# ---- dcache_line_controller_flat ----
**dcache_line_controller_flat: metal 2**

Cells faint in the background.
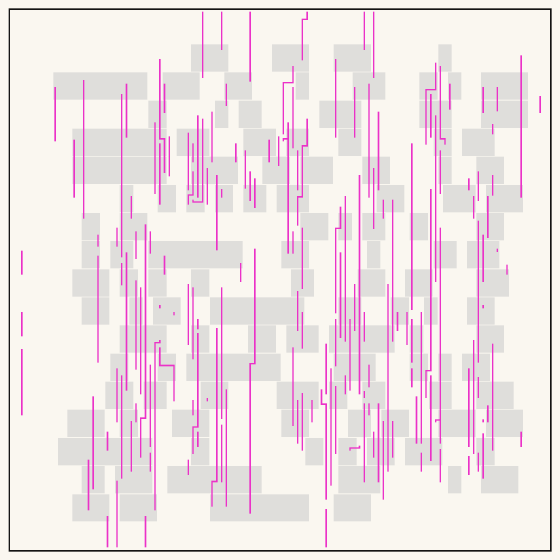

$ cat config.mk
export PLATFORM = sky130hd
export DESIGN_NAME = dcache_line_controller_flat
export DESIGN_NICKNAME = d
export VERILOG_FILES = /design/src/rtl/xentry_pkg.sv /design/src/rtl/dcache_line_controller_if.sv /design/src/rtl/xentry_beat_counter.sv /design/src/rtl/dcache_line_controller.sv /design/src/flat_wrapper.sv
export SDC_FILE = /design/constraint.sdc
export NUM_CORES = 1
export LEC_CHECK = 0
export CAP_MARGIN = 20
export CELL_PAD_IN_SITES_DETAIL_PLACEMENT = 1
export CELL_PAD_IN_SITES_GLOBAL_PLACEMENT = 1
export CORE_MARGIN = 2
export CORE_UTILIZATION = 30
export CTS_CLUSTER_SIZE = 16
export DETAILED_ROUTE_END_ITERATION = 10
export GPL_TIMING_DRIVEN = 1
export PLACE_DENSITY_LB_ADDON = 0.1
export RECOVER_POWER = 25
export SYNTH_ARGS = -nofsm -noshare
export SYNTH_HDL_FRONTEND = slang
export SYNTH_SLANG_ARGS = --single-unit
$ cat constraint.sdc
create_clock -name clk -period 2.25 [get_ports clk]
set_clock_uncertainty 0.15 [all_clocks]
set_input_delay 0.225 -clock clk [delete_from_list [all_inputs] [get_ports clk]]
set_output_delay 0.225 -clock clk [all_outputs]
set_load 0.03 [all_outputs]
$ cat src/rtl/xentry_pkg.sv
// Shared types for the dcache line controller slice.
// Exposes the L2 operation and controller state encodings.
package xentry_pkg;

  typedef enum logic {
    LOAD  = 1'b0,
    STORE = 1'b1
  } memory_operation_e;

  typedef enum logic [2:0] {
    ST_IDLE        = 3'd0,
    ST_WRITEBACK   = 3'd1,
    ST_REFILL      = 3'd2,
    ST_SWEEP_CHECK = 3'd3,
    ST_SWEEP_WB    = 3'd4
  } dcache_ctrl_state_e;

endpackage

$ cat src/rtl/dcache_line_controller_if.sv
// Datapath / L2 signal bundle for the dcache line controller.
// master = controller side, slave = datapath and L2 side.
interface dcache_line_controller_if #(
  parameter int WORDS_PER_LINE = 4,
  parameter int NUM_SETS       = 16
);
  import xentry_pkg::*;

  localparam int WORD_IDX_W = $clog2(WORDS_PER_LINE);
  localparam int SET_IDX_W  = $clog2(NUM_SETS);

  logic cpu_req_valid;
  logic hit;
  logic dirty_miss;
  logic clean_miss;
  logic flush_all_req;
  logic sweep_dirty;
  logic l2_word_valid;

  logic                  l2_req_valid;
  memory_operation_e     l2_req_type;
  logic [WORD_IDX_W-1:0] word_index;
  logic [SET_IDX_W-1:0]  sweep_set;
  logic                  flush_mode;
  logic                  load_mode;
  logic                  sweep_mode;
  logic                  set_new_l2_block_address;
  logic                  clear_selected_dirty_bit;
  logic                  clear_selected_valid_bit;
  logic                  finish_new_line_install;
  logic                  flush_all_done;
  logic                  busy;

  modport master (
    input  cpu_req_valid, hit, dirty_miss, clean_miss,
    input  flush_all_req, sweep_dirty, l2_word_valid,
    output l2_req_valid, l2_req_type, word_index, sweep_set,
    output flush_mode, load_mode, sweep_mode,
    output set_new_l2_block_address, clear_selected_dirty_bit,
    output clear_selected_valid_bit, finish_new_line_install,
    output flush_all_done, busy
  );

  modport slave (
    output cpu_req_valid, hit, dirty_miss, clean_miss,
    output flush_all_req, sweep_dirty, l2_word_valid,
    input  l2_req_valid, l2_req_type, word_index, sweep_set,
    input  flush_mode, load_mode, sweep_mode,
    input  set_new_l2_block_address, clear_selected_dirty_bit,
    input  clear_selected_valid_bit, finish_new_line_install,
    input  flush_all_done, busy
  );

endinterface

$ cat src/rtl/xentry_beat_counter.sv
// Clearable up-counter with all-ones terminal count.
// Clear has priority over increment.
module xentry_beat_counter #(
  parameter int WIDTH = 2
) (
  input  logic             clk,
  input  logic             reset_n,
  input  logic             clr_i,
  input  logic             inc_i,
  output logic [WIDTH-1:0] cnt_o,
  output logic             tc_o
);

  logic [WIDTH-1:0] cnt_q, cnt_d;

  always_comb begin
    cnt_d = cnt_q;
    if (clr_i)
      cnt_d = '0;
    else if (inc_i)
      cnt_d = cnt_q + 1'b1;
  end

  always_ff @(posedge clk or negedge reset_n) begin
    if (!reset_n)
      cnt_q <= '0;
    else
      cnt_q <= cnt_d;
  end

  assign cnt_o = cnt_q;
  assign tc_o  = &cnt_q;

endmodule

$ cat src/rtl/dcache_line_controller.sv
// Dcache miss/flush sequencer: write-back, refill and flush-all sweep.
// Pulses are Mealy; request and mode outputs are Moore.
module dcache_line_controller
  import xentry_pkg::*;
#(
  parameter int WORDS_PER_LINE = 4,
  parameter int NUM_SETS       = 16
) (
  input  logic clk,
  input  logic reset_n,
  dcache_line_controller_if.master bus
);

  localparam int WORD_IDX_W = $clog2(WORDS_PER_LINE);
  localparam int SET_IDX_W  = $clog2(NUM_SETS);

  dcache_ctrl_state_e state_q, state_d;

  logic w_clr, w_inc, w_tc;
  logic s_clr, s_inc, s_tc;
  logic advance;
  logic [WORD_IDX_W-1:0] w_cnt;
  logic [SET_IDX_W-1:0]  s_cnt;

  logic req_valid, fm, lm, sm;
  logic sa, cd, cv, fin, done, busy_w;
  memory_operation_e req_type;

  xentry_beat_counter #(.WIDTH(WORD_IDX_W)) u_word_cnt (
    .clk     (clk),
    .reset_n (reset_n),
    .clr_i   (w_clr),
    .inc_i   (w_inc),
    .cnt_o   (w_cnt),
    .tc_o    (w_tc)
  );

  xentry_beat_counter #(.WIDTH(SET_IDX_W)) u_set_cnt (
    .clk     (clk),
    .reset_n (reset_n),
    .clr_i   (s_clr),
    .inc_i   (s_inc),
    .cnt_o   (s_cnt),
    .tc_o    (s_tc)
  );

  always_ff @(posedge clk or negedge reset_n) begin
    if (!reset_n)
      state_q <= ST_IDLE;
    else
      state_q <= state_d;
  end

  always_comb begin
    state_d   = state_q;
    req_valid = 1'b0;
    req_type  = LOAD;
    fm        = 1'b0;
    lm        = 1'b0;
    sm        = 1'b0;
    sa        = 1'b0;
    cd        = 1'b0;
    cv        = 1'b0;
    fin       = 1'b0;
    done      = 1'b0;
    busy_w    = (state_q != ST_IDLE);
    w_clr     = 1'b0;
    w_inc     = 1'b0;
    s_clr     = 1'b0;
    s_inc     = 1'b0;
    advance   = 1'b0;

    unique case (state_q)
      ST_IDLE: begin
        if (bus.cpu_req_valid && bus.hit) begin
          state_d = ST_IDLE;
        end else if (bus.cpu_req_valid && bus.dirty_miss) begin
          state_d = ST_WRITEBACK;
          sa      = 1'b1;
          w_clr   = 1'b1;
        end else if (bus.cpu_req_valid && bus.clean_miss) begin
          state_d = ST_REFILL;
          sa      = 1'b1;
          w_clr   = 1'b1;
        end else if (bus.flush_all_req) begin
          state_d = ST_SWEEP_CHECK;
          s_clr   = 1'b1;
        end
      end

      ST_WRITEBACK: begin
        req_valid = 1'b1;
        req_type  = STORE;
        fm        = 1'b1;
        if (bus.l2_word_valid) begin
          if (w_tc) begin
            cd      = 1'b1;
            cv      = 1'b1;
            sa      = 1'b1;
            w_clr   = 1'b1;
            state_d = ST_REFILL;
          end else begin
            w_inc = 1'b1;
          end
        end
      end

      ST_REFILL: begin
        req_valid = 1'b1;
        lm        = 1'b1;
        if (bus.l2_word_valid) begin
          if (w_tc) begin
            fin     = 1'b1;
            state_d = ST_IDLE;
          end else begin
            w_inc = 1'b1;
          end
        end
      end

      ST_SWEEP_CHECK: begin
        sm = 1'b1;
        if (bus.sweep_dirty) begin
          sa      = 1'b1;
          w_clr   = 1'b1;
          state_d = ST_SWEEP_WB;
        end else begin
          cv      = 1'b1;
          advance = 1'b1;
        end
      end

      ST_SWEEP_WB: begin
        req_valid = 1'b1;
        req_type  = STORE;
        fm        = 1'b1;
        sm        = 1'b1;
        if (bus.l2_word_valid) begin
          if (w_tc) begin
            cd      = 1'b1;
            cv      = 1'b1;
            advance = 1'b1;
          end else begin
            w_inc = 1'b1;
          end
        end
      end

      default: begin
        state_d   = dcache_ctrl_state_e'('x);
        req_valid = 1'bx;
        req_type  = memory_operation_e'('x);
        fm        = 1'bx;
        lm        = 1'bx;
        sm        = 1'bx;
        sa        = 1'bx;
        cd        = 1'bx;
        cv        = 1'bx;
        fin       = 1'bx;
        done      = 1'bx;
        busy_w    = 1'bx;
      end
    endcase

    // Shared end-of-set step for both sweep states
    if (advance) begin
      if (s_tc) begin
        done    = 1'b1;
        state_d = ST_IDLE;
      end else begin
        s_inc   = 1'b1;
        state_d = ST_SWEEP_CHECK;
      end
    end
  end

  assign bus.l2_req_valid             = req_valid;
  assign bus.l2_req_type              = req_type;
  assign bus.word_index               = w_cnt;
  assign bus.sweep_set                = s_cnt;
  assign bus.flush_mode               = fm;
  assign bus.load_mode                = lm;
  assign bus.sweep_mode               = sm;
  assign bus.set_new_l2_block_address = sa;
  assign bus.clear_selected_dirty_bit = cd;
  assign bus.clear_selected_valid_bit = cv;
  assign bus.finish_new_line_install  = fin;
  assign bus.flush_all_done           = done;
  assign bus.busy                     = busy_w;

endmodule

$ cat src/flat_wrapper.sv
// flat-port wrapper written by rule: the top's interface ports become plain ports
module dcache_line_controller_flat import xentry_pkg::*;
#(
  parameter int WORDS_PER_LINE = 4,
  parameter int NUM_SETS       = 16
)
  (clk, reset_n, bus_cpu_req_valid, bus_hit, bus_dirty_miss, bus_clean_miss, bus_flush_all_req, bus_sweep_dirty, bus_l2_word_valid, bus_l2_req_valid, bus_l2_req_type, bus_word_index, bus_sweep_set, bus_flush_mode, bus_load_mode, bus_sweep_mode, bus_set_new_l2_block_address, bus_clear_selected_dirty_bit, bus_clear_selected_valid_bit, bus_finish_new_line_install, bus_flush_all_done, bus_busy);
  dcache_line_controller_if #(.WORDS_PER_LINE(WORDS_PER_LINE), .NUM_SETS(NUM_SETS)) bus_i ();
  input  logic clk;
  input  logic reset_n;
  input wire logic [$bits(bus_i.cpu_req_valid)-1:0] bus_cpu_req_valid;
  input wire logic [$bits(bus_i.hit)-1:0] bus_hit;
  input wire logic [$bits(bus_i.dirty_miss)-1:0] bus_dirty_miss;
  input wire logic [$bits(bus_i.clean_miss)-1:0] bus_clean_miss;
  input wire logic [$bits(bus_i.flush_all_req)-1:0] bus_flush_all_req;
  input wire logic [$bits(bus_i.sweep_dirty)-1:0] bus_sweep_dirty;
  input wire logic [$bits(bus_i.l2_word_valid)-1:0] bus_l2_word_valid;
  output wire logic [$bits(bus_i.l2_req_valid)-1:0] bus_l2_req_valid;
  output wire logic [$bits(bus_i.l2_req_type)-1:0] bus_l2_req_type;
  output wire logic [$bits(bus_i.word_index)-1:0] bus_word_index;
  output wire logic [$bits(bus_i.sweep_set)-1:0] bus_sweep_set;
  output wire logic [$bits(bus_i.flush_mode)-1:0] bus_flush_mode;
  output wire logic [$bits(bus_i.load_mode)-1:0] bus_load_mode;
  output wire logic [$bits(bus_i.sweep_mode)-1:0] bus_sweep_mode;
  output wire logic [$bits(bus_i.set_new_l2_block_address)-1:0] bus_set_new_l2_block_address;
  output wire logic [$bits(bus_i.clear_selected_dirty_bit)-1:0] bus_clear_selected_dirty_bit;
  output wire logic [$bits(bus_i.clear_selected_valid_bit)-1:0] bus_clear_selected_valid_bit;
  output wire logic [$bits(bus_i.finish_new_line_install)-1:0] bus_finish_new_line_install;
  output wire logic [$bits(bus_i.flush_all_done)-1:0] bus_flush_all_done;
  output wire logic [$bits(bus_i.busy)-1:0] bus_busy;
  assign bus_i.cpu_req_valid = bus_cpu_req_valid;
  assign bus_i.hit = bus_hit;
  assign bus_i.dirty_miss = bus_dirty_miss;
  assign bus_i.clean_miss = bus_clean_miss;
  assign bus_i.flush_all_req = bus_flush_all_req;
  assign bus_i.sweep_dirty = bus_sweep_dirty;
  assign bus_i.l2_word_valid = bus_l2_word_valid;
  assign bus_l2_req_valid = bus_i.l2_req_valid;
  assign bus_l2_req_type = bus_i.l2_req_type;
  assign bus_word_index = bus_i.word_index;
  assign bus_sweep_set = bus_i.sweep_set;
  assign bus_flush_mode = bus_i.flush_mode;
  assign bus_load_mode = bus_i.load_mode;
  assign bus_sweep_mode = bus_i.sweep_mode;
  assign bus_set_new_l2_block_address = bus_i.set_new_l2_block_address;
  assign bus_clear_selected_dirty_bit = bus_i.clear_selected_dirty_bit;
  assign bus_clear_selected_valid_bit = bus_i.clear_selected_valid_bit;
  assign bus_finish_new_line_install = bus_i.finish_new_line_install;
  assign bus_flush_all_done = bus_i.flush_all_done;
  assign bus_busy = bus_i.busy;
  dcache_line_controller #(.WORDS_PER_LINE(WORDS_PER_LINE), .NUM_SETS(NUM_SETS)) u_core (.clk(clk), .reset_n(reset_n), .bus(bus_i));
endmodule
# ---- key_filter_multi ----
===== src/rtl/key_filter_multi.sv =====
// N-channel key debouncer: two-flop synchroniser, per-channel debounce FSM, lowest-index press encoder.
// Define KEY_LONG_PRESS_EN to build the per-channel long-press counter and long pulse output.
module key_filter_multi #(
  parameter int unsigned N      = 4,
  parameter int unsigned MAX    = 100,
  parameter int unsigned CNT_W  = 20,
  parameter int unsigned LONG   = 500000,
  parameter int unsigned LCNT_W = 24,
  parameter int unsigned CODE_W = 5
) (
  input  logic              clk,
  input  logic              rst,
  input  logic [N-1:0]      in,
  output logic [N-1:0]      press,
  output logic [N-1:0]      rel,
  output logic [N-1:0]      level,
  output logic [N-1:0]      long,
  output logic              valid,
  output logic [CODE_W-1:0] code
);

  localparam logic [CNT_W-1:0] CNT_LAST = CNT_W'(MAX - 1);

  typedef enum logic [1:0] {
    IDLE       = 2'd0,
    PRESS_DB   = 2'd1,
    PRESSED    = 2'd2,
    RELEASE_DB = 2'd3
  } state_t;

  // Elaboration-time parameter sanity
  if (N < 1 || N > 32) begin : g_bad_n
    $error("key_filter_multi: N must be in 1..32");
  end
  if (MAX < 2) begin : g_bad_max
    $error("key_filter_multi: MAX must be >= 2");
  end
  if (CNT_W < 1 || (CNT_W < 32 && (MAX - 1) >= (32'd1 << CNT_W))) begin : g_bad_cnt_w
    $error("key_filter_multi: CNT_W too narrow for MAX");
  end
  if (LONG < 1 || LCNT_W < 1 || (LCNT_W < 32 && LONG >= (32'd1 << LCNT_W))) begin : g_bad_long
    $error("key_filter_multi: LCNT_W too narrow for LONG");
  end
  if (CODE_W < 1 || (CODE_W < 32 && N > (32'd1 << CODE_W))) begin : g_bad_code_w
    $error("key_filter_multi: CODE_W too narrow for N");
  end

  logic [N-1:0] r0;
  logic [N-1:0] r1;
  logic [N-1:0] press_d;
  logic [N-1:0] rel_d;
  logic [N-1:0] level_d;
  logic [CODE_W-1:0] code_d;

  // Two-flop synchroniser; reset to the released level so nothing looks pressed.
  always_ff @(posedge clk) begin
    if (!rst) begin
      r0 <= '1;
      r1 <= '1;
    end else begin
      r0 <= in;
      r1 <= r0;
    end
  end

  for (genvar g = 0; g < int'(N); g++) begin : g_ch
    state_t           state;
    state_t           state_n;
    logic [CNT_W-1:0] cnt;
    logic [CNT_W-1:0] cnt_n;
    logic             press_c;
    logic             rel_c;
    logic             level_c;

    always_ff @(posedge clk) begin
      if (!rst) begin
        state <= IDLE;
        cnt   <= '0;
      end else begin
        state <= state_n;
        cnt   <= cnt_n;
      end
    end

    // Next state: a level must hold for MAX samples inside a debounce state to be accepted.
    always_comb begin
      state_n = state;
      cnt_n   = cnt;
      case (state)
        IDLE: begin
          if (!r1[g]) begin
            state_n = PRESS_DB;
            cnt_n   = '0;
          end
        end
        PRESS_DB: begin
          if (r1[g]) begin
            state_n = IDLE;
            cnt_n   = '0;
          end else if (cnt == CNT_LAST) begin
            state_n = PRESSED;
            cnt_n   = '0;
          end else begin
            cnt_n = cnt + CNT_W'(1);
          end
        end
        PRESSED: begin
          if (r1[g]) begin
            state_n = RELEASE_DB;
            cnt_n   = '0;
          end
        end
        RELEASE_DB: begin
          if (!r1[g]) begin
            state_n = PRESSED;
            cnt_n   = '0;
          end else if (cnt == CNT_LAST) begin
            state_n = IDLE;
            cnt_n   = '0;
          end else begin
            cnt_n = cnt + CNT_W'(1);
          end
        end
        default: begin
          state_n = IDLE;
          cnt_n   = '0;
        end
      endcase
    end

    // Pulses mark completed debounce transitions; level follows the accepted state.
    always_comb begin
      press_c = 1'b0;
      rel_c   = 1'b0;
      level_c = 1'b0;
      if (state == PRESS_DB && state_n == PRESSED) press_c = 1'b1;
      if (state == RELEASE_DB && state_n == IDLE) rel_c = 1'b1;
      if (state_n == PRESSED || state_n == RELEASE_DB) level_c = 1'b1;
    end

    assign press_d[g] = press_c;
    assign rel_d[g]   = rel_c;
    assign level_d[g] = level_c;
  end

  // Lowest-index press wins the code.
  always_comb begin
    logic found;
    found  = 1'b0;
    code_d = '0;
    for (int unsigned i = 0; i < N; i++) begin
      if (press_d[i] && !found) begin
        code_d = CODE_W'(i);
        found  = 1'b1;
      end
    end
  end

  always_ff @(posedge clk) begin
    if (!rst) begin
      press <= '0;
      rel   <= '0;
      level <= '0;
      valid <= 1'b0;
      code  <= '0;
    end else begin
      press <= press_d;
      rel   <= rel_d;
      level <= level_d;
      valid <= |press_d;
      code  <= code_d;
    end
  end

`ifdef KEY_LONG_PRESS_EN
  localparam logic [LCNT_W-1:0] LCNT_MAX  = LCNT_W'(LONG);
  localparam logic [LCNT_W-1:0] LCNT_LAST = LCNT_W'(LONG - 1);

  logic [N-1:0] long_d;

  for (genvar g = 0; g < int'(N); g++) begin : g_long
    logic [LCNT_W-1:0] lcnt;
    logic [LCNT_W-1:0] lcnt_n;
    logic              long_c;

    always_ff @(posedge clk) begin
      if (!rst) lcnt <= '0;
      else      lcnt <= lcnt_n;
    end

    // Hold time counts through release bounces and saturates, so the pulse fires once per press.
    always_comb begin
      lcnt_n = lcnt;
      long_c = 1'b0;
      if (g_ch[g].state == PRESS_DB && g_ch[g].state_n == PRESSED) begin
        lcnt_n = '0;
      end else if ((g_ch[g].state == PRESSED || g_ch[g].state == RELEASE_DB) &&
                   lcnt < LCNT_MAX) begin
        lcnt_n = lcnt + LCNT_W'(1);
        long_c = (lcnt == LCNT_LAST);
      end
    end

    assign long_d[g] = long_c;
  end

  always_ff @(posedge clk) begin
    if (!rst) long <= '0;
    else      long <= long_d;
  end
`else
  assign long = '0;
`endif

endmodule


===== config.mk =====
export PLATFORM = sky130hd
export DESIGN_NAME = key_filter_multi
export DESIGN_NICKNAME = d
export VERILOG_FILES = /design/src/rtl/key_filter_multi.sv
export SDC_FILE = /design/constraint.sdc
export NUM_CORES = 1
export LEC_CHECK = 0
export CORE_ASPECT_RATIO = 1.2
export CORE_UTILIZATION = 25
export CTS_CLUSTER_DIAMETER = 150
export DETAILED_ROUTE_END_ITERATION = 10
export PLACE_DENSITY = 0.43
export RECOVER_POWER = 50
export SETUP_SLACK_MARGIN = 0.02
export SLEW_MARGIN = 25
export SYNTH_ARGS = -nofsm -noshare
export SYNTH_HDL_FRONTEND = slang
export SYNTH_SLANG_ARGS = --single-unit
export TNS_END_PERCENT = 30

===== constraint.sdc =====
create_clock -name clk -period 2.5 [get_ports clk]
set_input_delay 0.375 -clock clk [delete_from_list [all_inputs] [get_ports clk]]
set_output_delay 0.375 -clock clk [all_outputs]
set_load 0.03 [all_outputs]

# ---- leaf_stream_arbiter ----
### src/rtl/leaf_arb_pkg.sv
// leaf_arb_pkg: shared arbiter state type, stats width and round-robin search helper (rev 1.0).
`default_nettype none

package leaf_arb_pkg;

  typedef enum logic [0:0] {
    IDLE  = 1'b0,
    GRANT = 1'b1
  } arb_state_e;

  localparam int STAT_W = 32;
  localparam int RR_MAX = 16;

  // First set bit of vld[n-1:0] searching upward from ptr with wrap-around; 0 when none set.
  function automatic logic [3:0] rr_pick(input logic [RR_MAX-1:0] vld,
                                         input logic [3:0]        ptr,
                                         input int                n);
    logic [3:0] idx;
    int         j;
    idx = 4'd0;
    for (int k = RR_MAX - 1; k >= 0; k--) begin
      if (k < n) begin
        j = int'(ptr) + k;
        if (j >= n) j = j - n;
        if (vld[j]) idx = 4'(j);
      end
    end
    return idx;
  endfunction

endpackage

`default_nettype wire

### src/rtl/leaf_rr_picker.sv
// leaf_rr_picker: combinational round-robin search from a pointer, up to 16 requesters (rev 1.0).
`default_nettype none

module leaf_rr_picker
  import leaf_arb_pkg::*;
#(
  parameter int N     = 4,
  parameter int SEL_W = (N > 1) ? $clog2(N) : 1
) (
  input  logic [N-1:0]     vld,
  input  logic [SEL_W-1:0] ptr,
  output logic [SEL_W-1:0] idx,
  output logic             found
);

  logic [RR_MAX-1:0] vld_ext;
  logic [3:0]        pick;

  always_comb begin
    vld_ext        = '0;
    vld_ext[N-1:0] = vld;
    pick           = rr_pick(vld_ext, 4'(ptr), N);
    idx            = SEL_W'(pick);
    found          = |vld;
  end

endmodule

`default_nettype wire

### src/rtl/leaf_stream_arbiter.sv
// leaf_stream_arbiter: round-robin, burst-holding share of one leaf output stream (rev 1.0).
// Define LEAF_STREAM_ARBITER_STATS_EN to add per-requester word counters and a stat_sel/stat_cnt read port.
`default_nettype none

module leaf_stream_arbiter
  import leaf_arb_pkg::*;
#(
  parameter int NUM_REQ   = 4,
  parameter int DATA_W    = 32,
  parameter int BURST_LEN = 16,
  parameter int SEL_W     = (NUM_REQ > 1) ? $clog2(NUM_REQ) : 1
) (
  input  logic                      clk_user,
  input  logic                      reset,
  input  logic [NUM_REQ*DATA_W-1:0] req_din,
  input  logic [NUM_REQ-1:0]        req_vld,
  output logic [NUM_REQ-1:0]        req_ack,
  output logic [DATA_W-1:0]         out_dout,
  output logic [SEL_W-1:0]          out_src,
  output logic                      out_vld,
  input  logic                      out_ack,
  output logic                      busy
`ifdef LEAF_STREAM_ARBITER_STATS_EN
  ,
  input  logic [SEL_W-1:0]          stat_sel,
  output logic [STAT_W-1:0]         stat_cnt
`endif
);

  localparam int              CNT_W    = $clog2(BURST_LEN + 1);
  localparam logic [CNT_W-1:0] CNT_LAST = CNT_W'(BURST_LEN - 1);

  arb_state_e          state_q, state_d;
  logic [SEL_W-1:0]    grant_q, grant_d;
  logic [SEL_W-1:0]    rr_ptr_q, rr_ptr_d;
  logic [CNT_W-1:0]    cnt_q, cnt_d;
  logic                out_vld_q, out_vld_d;
  logic [DATA_W-1:0]   out_dout_q, out_dout_d;
  logic [SEL_W-1:0]    out_src_q, out_src_d;

  logic [SEL_W-1:0]    pick_idx;
  logic                pick_found;
  logic                can_load;
  logic                accept;
  logic [SEL_W-1:0]    next_ptr;

  leaf_rr_picker #(
    .N     (NUM_REQ),
    .SEL_W (SEL_W)
  ) u_picker (
    .vld   (req_vld),
    .ptr   (rr_ptr_q),
    .idx   (pick_idx),
    .found (pick_found)
  );

  assign can_load = ~out_vld_q | out_ack;
  assign next_ptr = (int'(grant_q) == NUM_REQ - 1) ? '0 : grant_q + SEL_W'(1);

  always_comb begin
    state_d    = state_q;
    grant_d    = grant_q;
    rr_ptr_d   = rr_ptr_q;
    cnt_d      = cnt_q;
    out_vld_d  = out_vld_q;
    out_dout_d = out_dout_q;
    out_src_d  = out_src_q;
    req_ack    = '0;
    accept     = 1'b0;
    case (state_q)
      IDLE: begin
        if (out_ack) out_vld_d = 1'b0;
        if (pick_found) begin
          grant_d = pick_idx;
          cnt_d   = '0;
          state_d = GRANT;
        end
      end
      GRANT: begin
        accept           = req_vld[grant_q] & can_load;
        req_ack[grant_q] = accept;
        if (accept) begin
          out_dout_d = req_din[int'(grant_q)*DATA_W +: DATA_W];
          out_src_d  = grant_q;
          out_vld_d  = 1'b1;
          cnt_d      = cnt_q + CNT_W'(1);
        end else if (out_ack) begin
          out_vld_d = 1'b0;
        end
        // Back-pressure alone keeps the grant; only a full burst or a source gap releases it.
        if ((accept && (cnt_q == CNT_LAST)) || (can_load && !req_vld[grant_q])) begin
          state_d  = IDLE;
          rr_ptr_d = next_ptr;
        end
      end
      default: state_d = IDLE;
    endcase
  end

  always_ff @(posedge clk_user or posedge reset) begin
    if (reset) begin
      state_q    <= IDLE;
      grant_q    <= '0;
      rr_ptr_q   <= '0;
      cnt_q      <= '0;
      out_vld_q  <= 1'b0;
      out_dout_q <= '0;
      out_src_q  <= '0;
    end else begin
      state_q    <= state_d;
      grant_q    <= grant_d;
      rr_ptr_q   <= rr_ptr_d;
      cnt_q      <= cnt_d;
      out_vld_q  <= out_vld_d;
      out_dout_q <= out_dout_d;
      out_src_q  <= out_src_d;
    end
  end

  assign out_dout = out_dout_q;
  assign out_src  = out_src_q;
  assign out_vld  = out_vld_q;
  assign busy     = (state_q == GRANT);

`ifdef LEAF_STREAM_ARBITER_STATS_EN
  logic [STAT_W-1:0] word_cnt_q [NUM_REQ];
  logic [STAT_W-1:0] word_cnt_d [NUM_REQ];
  logic [STAT_W-1:0] stat_cnt_q, stat_cnt_d;

  always_comb begin
    for (int i = 0; i < NUM_REQ; i++) begin
      word_cnt_d[i] = word_cnt_q[i] + STAT_W'(req_ack[i] & req_vld[i]);
    end
    stat_cnt_d = (int'(stat_sel) < NUM_REQ) ? word_cnt_q[stat_sel] : '0;
  end

  always_ff @(posedge clk_user or posedge reset) begin
    if (reset) begin
      for (int i = 0; i < NUM_REQ; i++) word_cnt_q[i] <= '0;
      stat_cnt_q <= '0;
    end else begin
      word_cnt_q <= word_cnt_d;
      stat_cnt_q <= stat_cnt_d;
    end
  end

  assign stat_cnt = stat_cnt_q;
`endif

endmodule

`default_nettype wire

### config.mk
export PLATFORM = sky130hd
export DESIGN_NAME = leaf_stream_arbiter
export DESIGN_NICKNAME = d
export VERILOG_FILES = /design/src/rtl/leaf_arb_pkg.sv /design/src/rtl/leaf_rr_picker.sv /design/src/rtl/leaf_stream_arbiter.sv
export SDC_FILE = /design/constraint.sdc
export NUM_CORES = 1
export LEC_CHECK = 0
export ABC_AREA = 0
export CELL_PAD_IN_SITES_DETAIL_PLACEMENT = 0
export CELL_PAD_IN_SITES_GLOBAL_PLACEMENT = 1
export CORE_UTILIZATION = 27
export CTS_CLUSTER_SIZE = 28
export DETAILED_ROUTE_END_ITERATION = 6
export GPL_ROUTABILITY_DRIVEN = 0
export PLACE_DENSITY = 0.8
export SYNTH_ARGS = -nofsm -noshare
export SYNTH_HDL_FRONTEND = slang
export SYNTH_SLANG_ARGS = --single-unit
### constraint.sdc
create_clock -name clk_user -period 2.1 [get_ports clk_user]
set_clock_uncertainty 0.1 [all_clocks]
set_input_delay 0.42 -clock clk_user [delete_from_list [all_inputs] [get_ports clk_user]]
set_output_delay 0.42 -clock clk_user [all_outputs]
set_load 0.02 [all_outputs]
# ---- bootram_loader ----
## config.mk

```make
export PLATFORM = sky130hd
export DESIGN_NAME = bootram_loader
export DESIGN_NICKNAME = d
export VERILOG_FILES = /design/src/rtl/bootram_loader_pkg.sv /design/src/rtl/bootram_loader.sv
export SDC_FILE = /design/constraint.sdc
export NUM_CORES = 1
export LEC_CHECK = 0
export CAP_MARGIN = 20
export CORE_MARGIN = 2
export CORE_UTILIZATION = 25
export DETAILED_ROUTE_END_ITERATION = 10
export PLACE_DENSITY_LB_ADDON = 0.3
export SYNTH_ARGS = -nofsm -noshare
export SYNTH_HDL_FRONTEND = slang
export SYNTH_SLANG_ARGS = --single-unit
```

## constraint.sdc

```tcl
create_clock -name clk -period 5.7 [get_ports clk]
set_input_delay 0.855 -clock clk [delete_from_list [all_inputs] [get_ports clk]]
set_output_delay 0.855 -clock clk [all_outputs]
set_load 0.005 [all_outputs]
```

## src/rtl/bootram_loader_pkg.sv

```systemverilog
// Shared constants and state encoding for the boot RAM loader.
package bootram_loader_pkg;

    localparam logic [7:0] MAGIC_DEFAULT = 8'hA5;
    localparam int         LANES         = 4;

    typedef enum logic [2:0] {
        ST_IDLE = 3'd0,
        ST_LEN0 = 3'd1,
        ST_LEN1 = 3'd2,
        ST_DATA = 3'd3,
        ST_CSUM = 3'd4,
        ST_DONE = 3'd5,
        ST_ERR  = 3'd6
    } state_t;

    function automatic logic in_frame(input state_t s);
        return (s == ST_LEN0) || (s == ST_LEN1) || (s == ST_DATA) || (s == ST_CSUM);
    endfunction

endpackage

```

## src/rtl/bootram_loader.sv

```systemverilog
// Frame receiver that writes payload bytes into four byte-lane boot RAMs
// and holds the CPU in reset until a checksum-verified frame has landed.
//
// state | meaning
// IDLE  | hunting for MAGIC, other bytes dropped
// LEN0  | expecting length low byte
// LEN1  | expecting length high byte, range check
// DATA  | payload bytes, one lane write per byte
// CSUM  | expecting checksum byte
// DONE  | image loaded, CPU released, waits for reload
// ERR   | one-cycle error state, back to IDLE
module bootram_loader
    import bootram_loader_pkg::*;
#(
    parameter int         ADDR_W      = 11,
    parameter logic [7:0] MAGIC       = MAGIC_DEFAULT,
    parameter int         TIMEOUT_CYC = 27000000
) (
    input  logic              clk,
    input  logic              resetn,
    input  logic              s_valid,
    input  logic [7:0]        s_data,
    output logic              s_ready,
    input  logic              reload,
    output logic              ram_ce,
    output logic [LANES-1:0]  ram_wre,
    output logic [ADDR_W-1:0] ram_ad,
    output logic [7:0]        ram_din,
    output logic              cpu_resetn,
    output logic              busy,
    output logic              done,
    output logic              err
);

    localparam int              CNT_W   = ADDR_W + 2;
    localparam int              TO_W    = $clog2(TIMEOUT_CYC + 1);
    localparam logic [TO_W-1:0] TO_LAST = TO_W'(TIMEOUT_CYC - 1);
    localparam logic [15:0]     LEN_MAX = 16'(1 << ADDR_W);

    state_t              state_q, state_d;
    logic [7:0]          len_lo_q, len_lo_d;
    logic [ADDR_W-1:0]   len_q, len_d;
    logic [CNT_W-1:0]    cnt_q, cnt_d;
    logic [7:0]          csum_q, csum_d;
    logic [TO_W-1:0]     to_q, to_d;
    logic [LANES-1:0]    wre_q, wre_d;
    logic [ADDR_W-1:0]   ad_q, ad_d;
    logic [7:0]          din_q, din_d;
    logic                err_q, err_d;
    logic                done_q, done_d;
    logic                cpu_rstn_q, cpu_rstn_d;

    logic                accept;
    logic [15:0]         len_full;
    logic [CNT_W-1:0]    last_idx;

    assign s_ready  = (state_q != ST_DONE) && (state_q != ST_ERR);
    assign accept   = s_valid && s_ready;
    assign len_full = {s_data, len_lo_q};

    // LEN == 2**ADDR_W stores as 0 here; 0 - 1 wraps to the last byte index.
    assign last_idx = {len_q, 2'b00} - CNT_W'(1);

    always_comb begin
        state_d    = state_q;
        len_lo_d   = len_lo_q;
        len_d      = len_q;
        cnt_d      = cnt_q;
        csum_d     = csum_q;
        to_d       = '0;
        wre_d      = '0;
        ad_d       = ad_q;
        din_d      = din_q;
        err_d      = err_q;

        case (state_q)
            ST_IDLE: begin
                if (accept && (s_data == MAGIC)) begin
                    state_d = ST_LEN0;
                    err_d   = 1'b0;
                    cnt_d   = '0;
                    csum_d  = '0;
                end
            end
            ST_LEN0: begin
                if (accept) begin
                    len_lo_d = s_data;
                    state_d  = ST_LEN1;
                end
            end
            ST_LEN1: begin
                if (accept) begin
                    len_d = len_full[ADDR_W-1:0];
                    if (len_full == 16'd0) begin
                        state_d = ST_CSUM;
                    end else if (len_full > LEN_MAX) begin
                        state_d = ST_ERR;
                    end else begin
                        cnt_d   = '0;
                        csum_d  = '0;
                        state_d = ST_DATA;
                    end
                end
            end
            ST_DATA: begin
                if (accept) begin
                    wre_d  = LANES'(1) << cnt_q[1:0];
                    ad_d   = cnt_q[CNT_W-1:2];
                    din_d  = s_data;
                    cnt_d  = cnt_q + CNT_W'(1);
                    csum_d = csum_q + s_data;
                    if (cnt_q == last_idx) begin
                        state_d = ST_CSUM;
                    end
                end
            end
            ST_CSUM: begin
                if (accept) begin
                    state_d = (s_data == csum_q) ? ST_DONE : ST_ERR;
                end
            end
            ST_DONE: begin
                if (reload) begin
                    state_d = ST_IDLE;
                end
            end
            ST_ERR: begin
                state_d = ST_IDLE;
            end
            default: begin
                state_d = ST_IDLE;
            end
        endcase

        // A byte arriving in the terminal cycle wins over the timeout.
        if (in_frame(state_q) && !accept) begin
            if (to_q == TO_LAST) begin
                state_d = ST_ERR;
            end else begin
                to_d = to_q + TO_W'(1);
            end
        end

        if ((state_d == ST_ERR) && (state_q != ST_ERR)) begin
            err_d = 1'b1;
        end

        done_d     = (state_d == ST_DONE);
        cpu_rstn_d = (state_d == ST_DONE);
    end

    always_ff @(posedge clk) begin
        if (!resetn) begin
            state_q    <= ST_IDLE;
            len_lo_q   <= '0;
            len_q      <= '0;
            cnt_q      <= '0;
            csum_q     <= '0;
            to_q       <= '0;
            wre_q      <= '0;
            ad_q       <= '0;
            din_q      <= '0;
            err_q      <= 1'b0;
            done_q     <= 1'b0;
            cpu_rstn_q <= 1'b0;
        end else begin
            state_q    <= state_d;
            len_lo_q   <= len_lo_d;
            len_q      <= len_d;
            cnt_q      <= cnt_d;
            csum_q     <= csum_d;
            to_q       <= to_d;
            wre_q      <= wre_d;
            ad_q       <= ad_d;
            din_q      <= din_d;
            err_q      <= err_d;
            done_q     <= done_d;
            cpu_rstn_q <= cpu_rstn_d;
        end
    end

    assign ram_wre    = wre_q;
    assign ram_ce     = |wre_q;
    assign ram_ad     = ad_q;
    assign ram_din    = din_q;
    assign busy       = in_frame(state_q);
    assign done       = done_q;
    assign err        = err_q;
    assign cpu_resetn = cpu_rstn_q;

endmodule

```

**leaf_stream_arbiter: routing congestion**

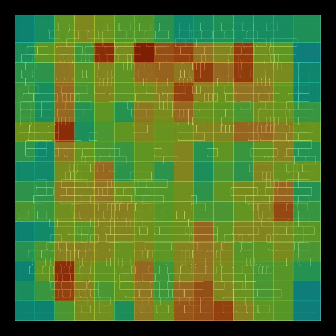
DR WL/cell: 14.81 um
global route hottest layer: met2
GRT met1 Usage: 20.17%

==> changes_impl.md, leaf_stream_arbiter <==
## Implementation

- Outcome: finished, violations left
- Failing checks: negative setup slack
- MaxCap Viol Count: 0
- Top area cell types: dfrtp_1 38%, mux4_2 25%, nand2_1 14%
- Main synth FF type: dfrtp_1
- Worst r2r src: grant_q[1]$_DFFE_PP0P_
- Comb area: 0.001679 mm2
- Clk slew on worst S/H paths: 0.09 ns
- Register area share after synthesis: between 30% and 40%
- Reg2Reg Depth: 4
- Critical Path Stages: 5
- Initial drt markers: 76
- P_sw: 2.551 mW
- Worst setup endpoint: req_ack[3]
- TritonCTS Buffers: 5
- Setup total negative slack: -0.1879 ns
- Clk buf depth: 2
- #FFs+latches synth: roughly 45
- Grt met2 use: 30.33%
- Worst Slack Setup Final: -0.04793 ns
- CP delay by family, top: multiplexers
- Final setup viols: 4
==> leaf_stream_arbiter: timing repair <==
| item | 4_1_cts | 5_1_grt |
|---|---|---|
| pin swaps | 5 | 0 |
| setup buffers | 1 | 0 |
| resized | 33 | 0 |
| endpoints found under the setup margin | 6 | 4 |
==> leaf_stream_arbiter: cell families after synthesis <==
kind of cell	after synthesis	synth area share, %
and+or+nand+nor	133	18.75
muxes	43	28.95
AOI/OAI and AO/OA	19	4.399
buffers and inverters	26	4.782
DFF	45	38.43
adders and majority gates	11	4.697
==> leaf_stream_arbiter: layout by cell type (no fill, tap or decap), types with 2 or more instances in the layout <==
cell type,count
nor2_1,5
dfrtp_1,43
buf_6,4
buf_12,4
nand2b_1,3
mux2i_1,6
inv_1,7
clkbuf_8,7
and2_4,4
dlygate4sd2_1,3
buf_4,26
a21oi_1,3
or2_2,2
clkdlybuf4s50_1,166
dfrtp_2,2
nand2_1,108
o21ai_0,6
mux2_2,4
mux4_2,33
ha_1,11
nand3_1,4
==> leaf_stream_arbiter: registers in the layout (all words and copies together), names as in the netlist <==
name	flops
grant_q	2
busy	1
out_vld	1
rr_ptr_q	2
out_dout	32
cnt_q	5
out_src	2
**dcache_line_controller_flat: M3 wires**

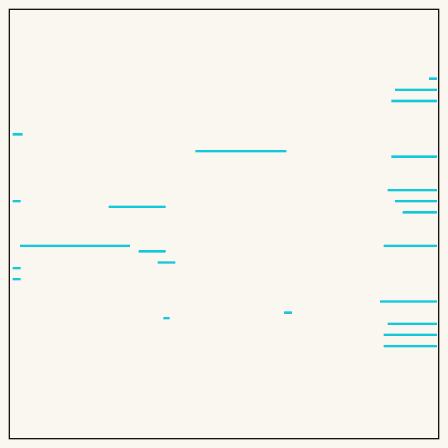
main direction = horizontal
nets with wire on the layer = 19
share of all routed wire = 4.9%
longest straight run = 13.1 um
DRT Wirelength: 2078 um
vias post-DR: 783
met3 usage: 2.857%

Notes on 'metal 2' of dcache_line_controller_flat above:
share of all routed wire = 46%
longest straight run = 21.1 um
grt met2 use: 30.17%

==> changes_impl.md, dcache_line_controller_flat <==
## Implementation

- Layout cells sized above 1: 21.19%
- Setup total negative slack: 0 ns
- Yosys simple share: 25.27%
- Outcome: finished clean
- Crit path cell chain: buf_4 -> or3_1 -> a211oi_1 -> a31o_2 -> buf_4
- # hold bufs at CTS: 0
- Critical Path AT: 1.78 ns
- Hpwl dp: around 1600 um
- CTS Sinks: 9
- Routed length on met3: roughly 100 um
- Yosys aoi share: about 28%
- H-tree depth: 1
- Clk slew on worst S/H paths: around 0.060 ns
- Latency at later pin: 0.26 ns
- CP delay by family, top: flip-flops
- Largest area contributor in the netlist: dfrtp_1
- Most numerous logic cells after layout: 14 x clkdlybuf4s50_1, 14 x buf_4, 12 x o21ai_0
- CP endpoint kind: output pin
- Reg2Reg Depth: 5
- Measured slew at the worst slew-check pin: between 0.4 and 0.5 ns
- Residual DRC: 0
[dcache_line_controller_flat: power groups by stage]
stage          registers [mW]  clock network, mW  logic, mW
5_1_grt                 0.318              0.132       1.20
2_1_floorplan           0.324                  0      0.666
3_5_place_dp            0.305                  0       1.12
6_report                0.303              0.122       1.09
3_3_place_gp            0.302                  0       1.09
4_1_cts                 0.306              0.126       1.11
[dcache_line_controller_flat: kinds of logic after synthesis]
| family | count (synthesis) |
|---|---|
| mux | 3 |
| compound gates | 30 |
| xor+xnor | 2 |
| buf+inv | 6 |
| flops | 9 |
| simple gates | 31 |
| fa+ha+maj | 2 |
[dcache_line_controller_flat: final cells by class]
cell class	instances	area [um2]	share of cell area, %
clock buffer	4	26.28	2.485
inverter	2	7.507	0.7101
multi-input combinational	68	446.7	42.25
sequential	9	226.5	21.42
tap	28	35.03	3.314
timing repair buffer	35	315.3	29.82
[dcache_line_controller_flat: registers in the layout, summed over array words and instances (netlist names)]
register and count:
u_core.u_word_cnt.cnt_o 2, u_core.state_q 3, u_core.u_set_cnt.cnt_o 4
[dcache_line_controller_flat: repair_timing]
action	CTS	global route
pin swaps	0	0
setup buffers	0	0
endpoints found under the setup margin	4	2
resized	5	2
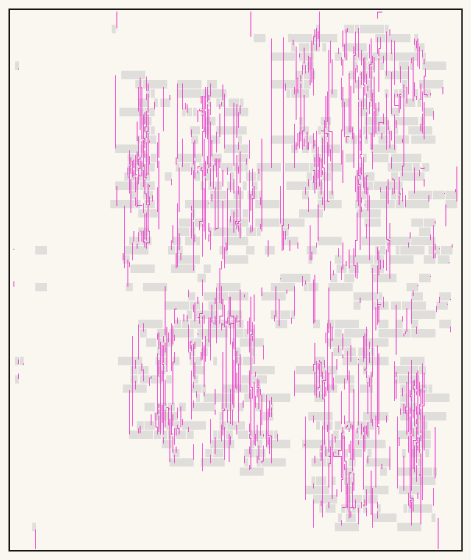
**Above:** key_filter_multi (metal 2).
Cells faint in the background.
main direction = vertical
share of all routed wire = 46%
nets with wire on the layer = 480
DRT Wirelength: 10,640 um
vias post-DR: 3,945
grt met2 use: 17.13%

==> changes_impl.md, key_filter_multi <==
## Implementation

- Post-Route M1 WL: about 5200 um
- Tool Warnings: 26
- Detail Route Antenna Nets: 0
- Vias in the first global route: around 3,900
- Worst r2r src: g_ch[0].cnt[13]$_SDFFE_PN0P_
- Post-synth cell types: approximately 57
- Setup Fix Bufs, Post-CTS: 0
- Fin Hold WS: 0.4101 ns
- Clk. pwr: 1.38 mW
- Top Consumer: sequential cells
- Sw Share: 21.88%
- Type of the worst setup path: reg2reg
- Count leader, synth: dfxtp_1
- ANT cells: 0
- Routed length on met3: 238 um
- Worst setup startpoint: g_ch[0].cnt[13]$_SDFFE_PN0P_
- Worst setup endpoint: g_ch[0].cnt[18]$_SDFFE_PN0P_
- Layout cells sized above 1: 6.522%
- Maximum number of pins on one net before global-route repair: between 60 and 70
- Syn_area_per_cell: 8.976 um2
- Outcome: finished, violations left
- Chip Area, Yosys: between 0.005 and 0.006 mm2
- Cell Area, Synth: between 0.005 and 0.006 mm2
- # IOs: 28
- Pre-CTS setup slack: 0.4320 ns
- Failing checks: design-rule violations
- Critical Path Stages: 6
- Largest area contributor in the netlist: dfxtp_1
- Residual DRC: 2
key_filter_multi: through the flow:
stage                     cells  total power [mW]  util (%)
after floorplan             580             1.898         -
after global placement      848             1.917     27.68
after detailed placement    848             1.918     27.68
after CTS                   863             3.324     29.10
after global routing        863             3.411     28.87
final                       863             3.254     28.87
key_filter_multi: cell usage in the layout, fill, tap and decap left out, types with 13 or more instances in the layout:
cell,count
nand4_1,18
nand3_1,35
and3_1,17
nand2_1,44
nor3_1,13
nor2_1,84
dlygate4sd3_1,16
nor4_1,17
xnor2_1,39
dfxtp_1,110
and4_1,15
xor2_1,29
key_filter_multi: cell type report:
| type | instances | area [um2] | share of cell area [%] |
|---|---|---|---|
| clock buffer | 13 | 270.3 | 4.621 |
| clock inverter | 2 | 16.27 | 0.2781 |
| inverter | 11 | 41.29 | 0.7060 |
| multi-input combinational | 437 | 2758 | 47.15 |
| sequential | 110 | 2202 | 37.66 |
| tap | 265 | 331.6 | 5.670 |
| timing repair buffer | 25 | 229.0 | 3.915 |
**bootram_loader: the metal 1 layer**

Bar = 50 um. Supply wires on this layer in gray.
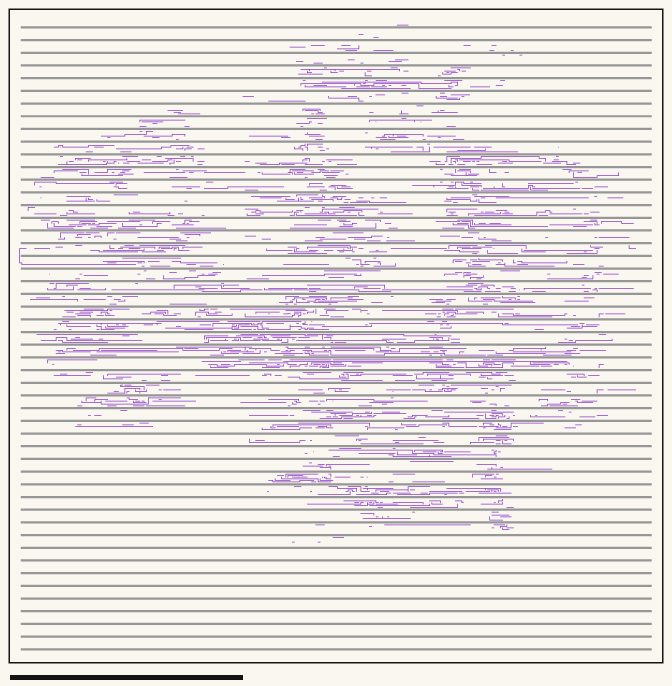
longest straight run = 60.7 um
share of all routed wire = 45%
wire length on this layer = 4,960 um
main direction = horizontal
DRT Wirelength: 10,910 um
GRT met1 Usage: 13.40%
vias post-DR: 3,806

**bootram_loader: cell classes on the final placement**

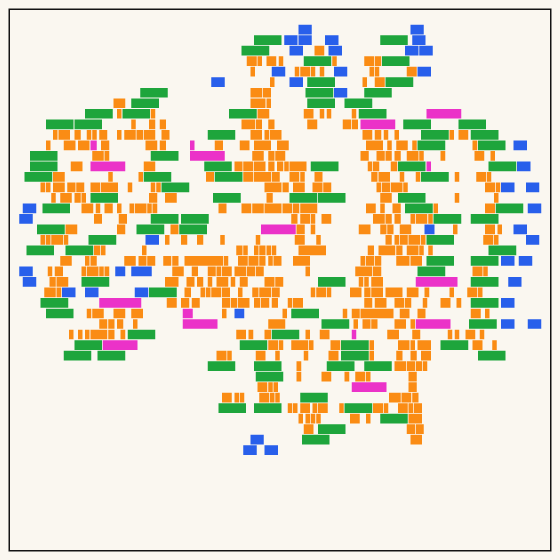
green -> flip-flops  # cells 93, share of their area 36%
magenta -> clock drivers and dummy loads  # cells 16, share of their area 5.9%
orange -> all other logic  # cells 429, share of their area 50%
blue -> other buffers and delay cells  # cells 44, share of their area 8.4%
# rows: 49
Core Box Area: 0.01802 mm2
Post-Layout Inst Area: 0.005514 mm2
Final Util: 30.59%
Seq/total area: 33.76%

==> changes_impl.md, bootram_loader <==
## Implementation

- Detail Route Antenna Nets: 0
- Top Consumer: sequential cells
- Resize count post-CTS: 0
- Met2 routed WL: approximately 5300 um
- Die ar.: slightly below 0.02 mm2
- Worst r2r src: len_lo_q[4]$_SDFFE_PN0P_
- GPL Wtd Cong: between 0.8 and 0.9
- First-pass GRT wire length: ~18,000 um
- Vias/cell: ~4.7
- Pre-CTS setup slack: 1.710 ns
- Clk buf depth: 2
- Ratio of final minimum period to clock period: between 50 and 60%
- Worst setup endpoint: cnt_q[3]$_SDFFE_PN0P_
- Maximum number of pins on one net before global-route repair: ~59
- Reg2Reg Depth: 7
- Critical Path Stages: 8
- Startpoint Class: input port
- Chip Area, Yosys: ~0.0046 mm2
- Comb power: between 30 and 40 uW
- CTS root buf: clkbuf_16
- Syn_area_per_cell: between 8 and 9 um2
- Crit path DRT: around 6 ns
- Setup total negative slack: 0 ns
- Ys cells: 549
- Outcome: finished clean
- Count of final hold-check violations: 0
- Worst Hold Launch: ram_ad[6]$_SDFFE_PN0P_
- H-tree depth: 3
- Die Height: between 100 and 150 um
## bootram_loader: synth_stat cells (all sizes together) (12+ instances only)
master | count | share of area (%)
nand2 | 101 | 8.3
dfxtp | 93 | 40
nor2 | 51 | 4.2
a21boi | 39 | 6.4
xnor2 | 28 | 5.3
nand3 | 21 | 2.3
xor2 | 21 | 4.0
nor3 | 20 | 2.3
clkbuf | 15 | 1.2
nand4 | 14 | 1.9
nor2b | 14 | 1.9
buf | 12 | 1.5
## bootram_loader: cells by family after synthesis
family,synth area share [%]
and+or+nand+nor,29.18
xor gates and xnor gates,9.318
DFF,40.42
adders and majority gates,3.151
buffers and inverters,3.532
AOI/OAI and AO/OA,14.40
## bootram_loader: area by class of cell
| type | count | area share, % |
|---|---|---|
| Clock buffer | 12 | 4.289 |
| Clock inverter | 4 | 1.316 |
| Inverter | 10 | 0.6807 |
| Multi-Input combinational cell | 419 | 46.81 |
| Sequential cell | 93 | 33.76 |
| Tap cell | 229 | 5.196 |
| Timing Repair Buffer | 44 | 7.942 |
## bootram_loader: tightest hold or removal path: cells and delay by family, from the launching register on
family          cells  cell delay [ns]
flops               1             0.30
compound gates      1             0.06
simple gates        1             0.04


==> notes/layouts.md <==
Pictures saved along the way, in no particular order.

The metal 1 layer.
picture 1
Bar = 50 um. Supply wires on this layer in gray.
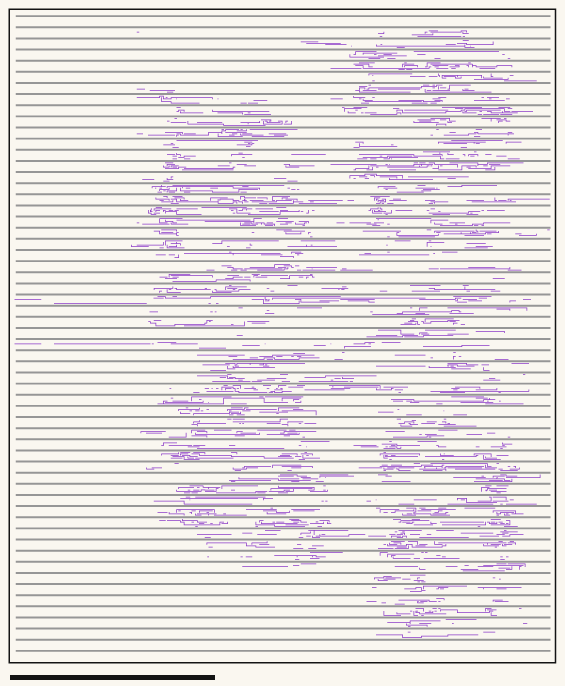
picture 2
Bar = 20 um. Supply wires on this layer in gray.
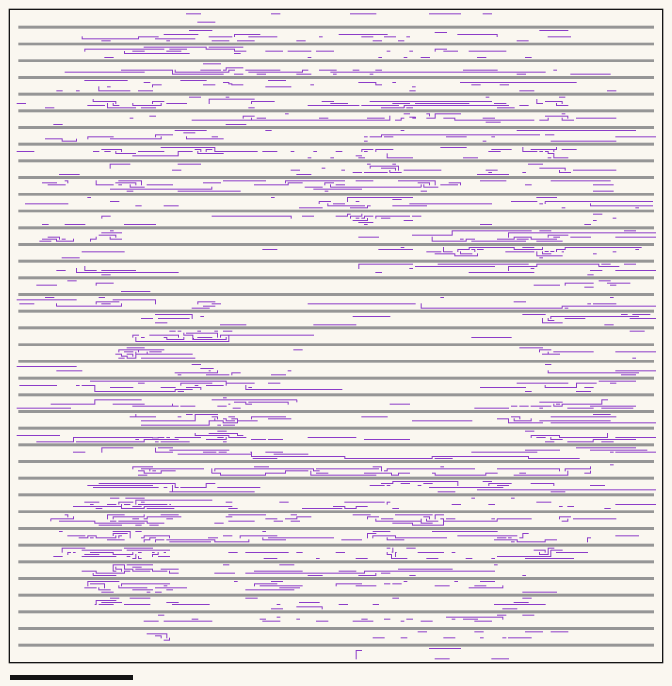
picture 3
Bar = 20 um. Supply wires on this layer in gray.
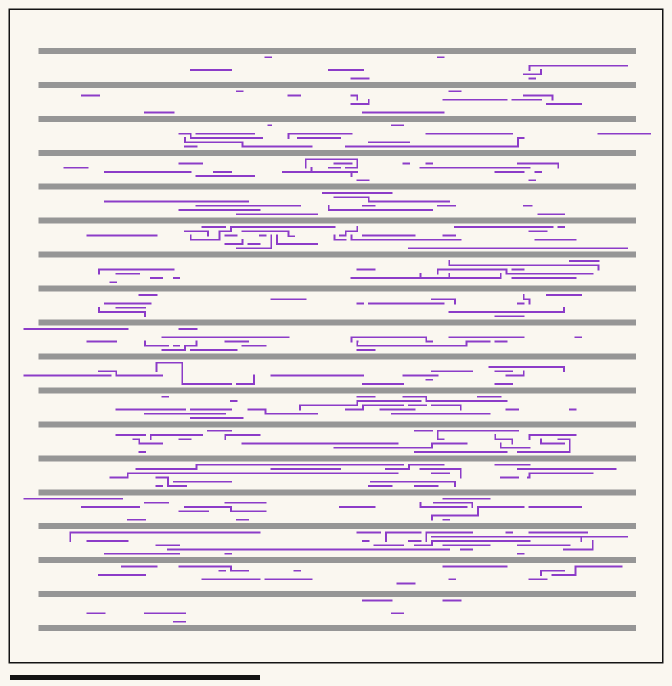
| from | picture |
|---|---|
| leaf_stream_arbiter | picture 2 |
| key_filter_multi | picture 1 |
| dcache_line_controller_flat | picture 3 |
Of these, smallest die: picture 3
Of these, largest die: picture 1

Key to picture 1:
nets with wire on the layer = 557
main direction = horizontal
share of all routed wire = 49%

Power and IR drop assume default switching activity.
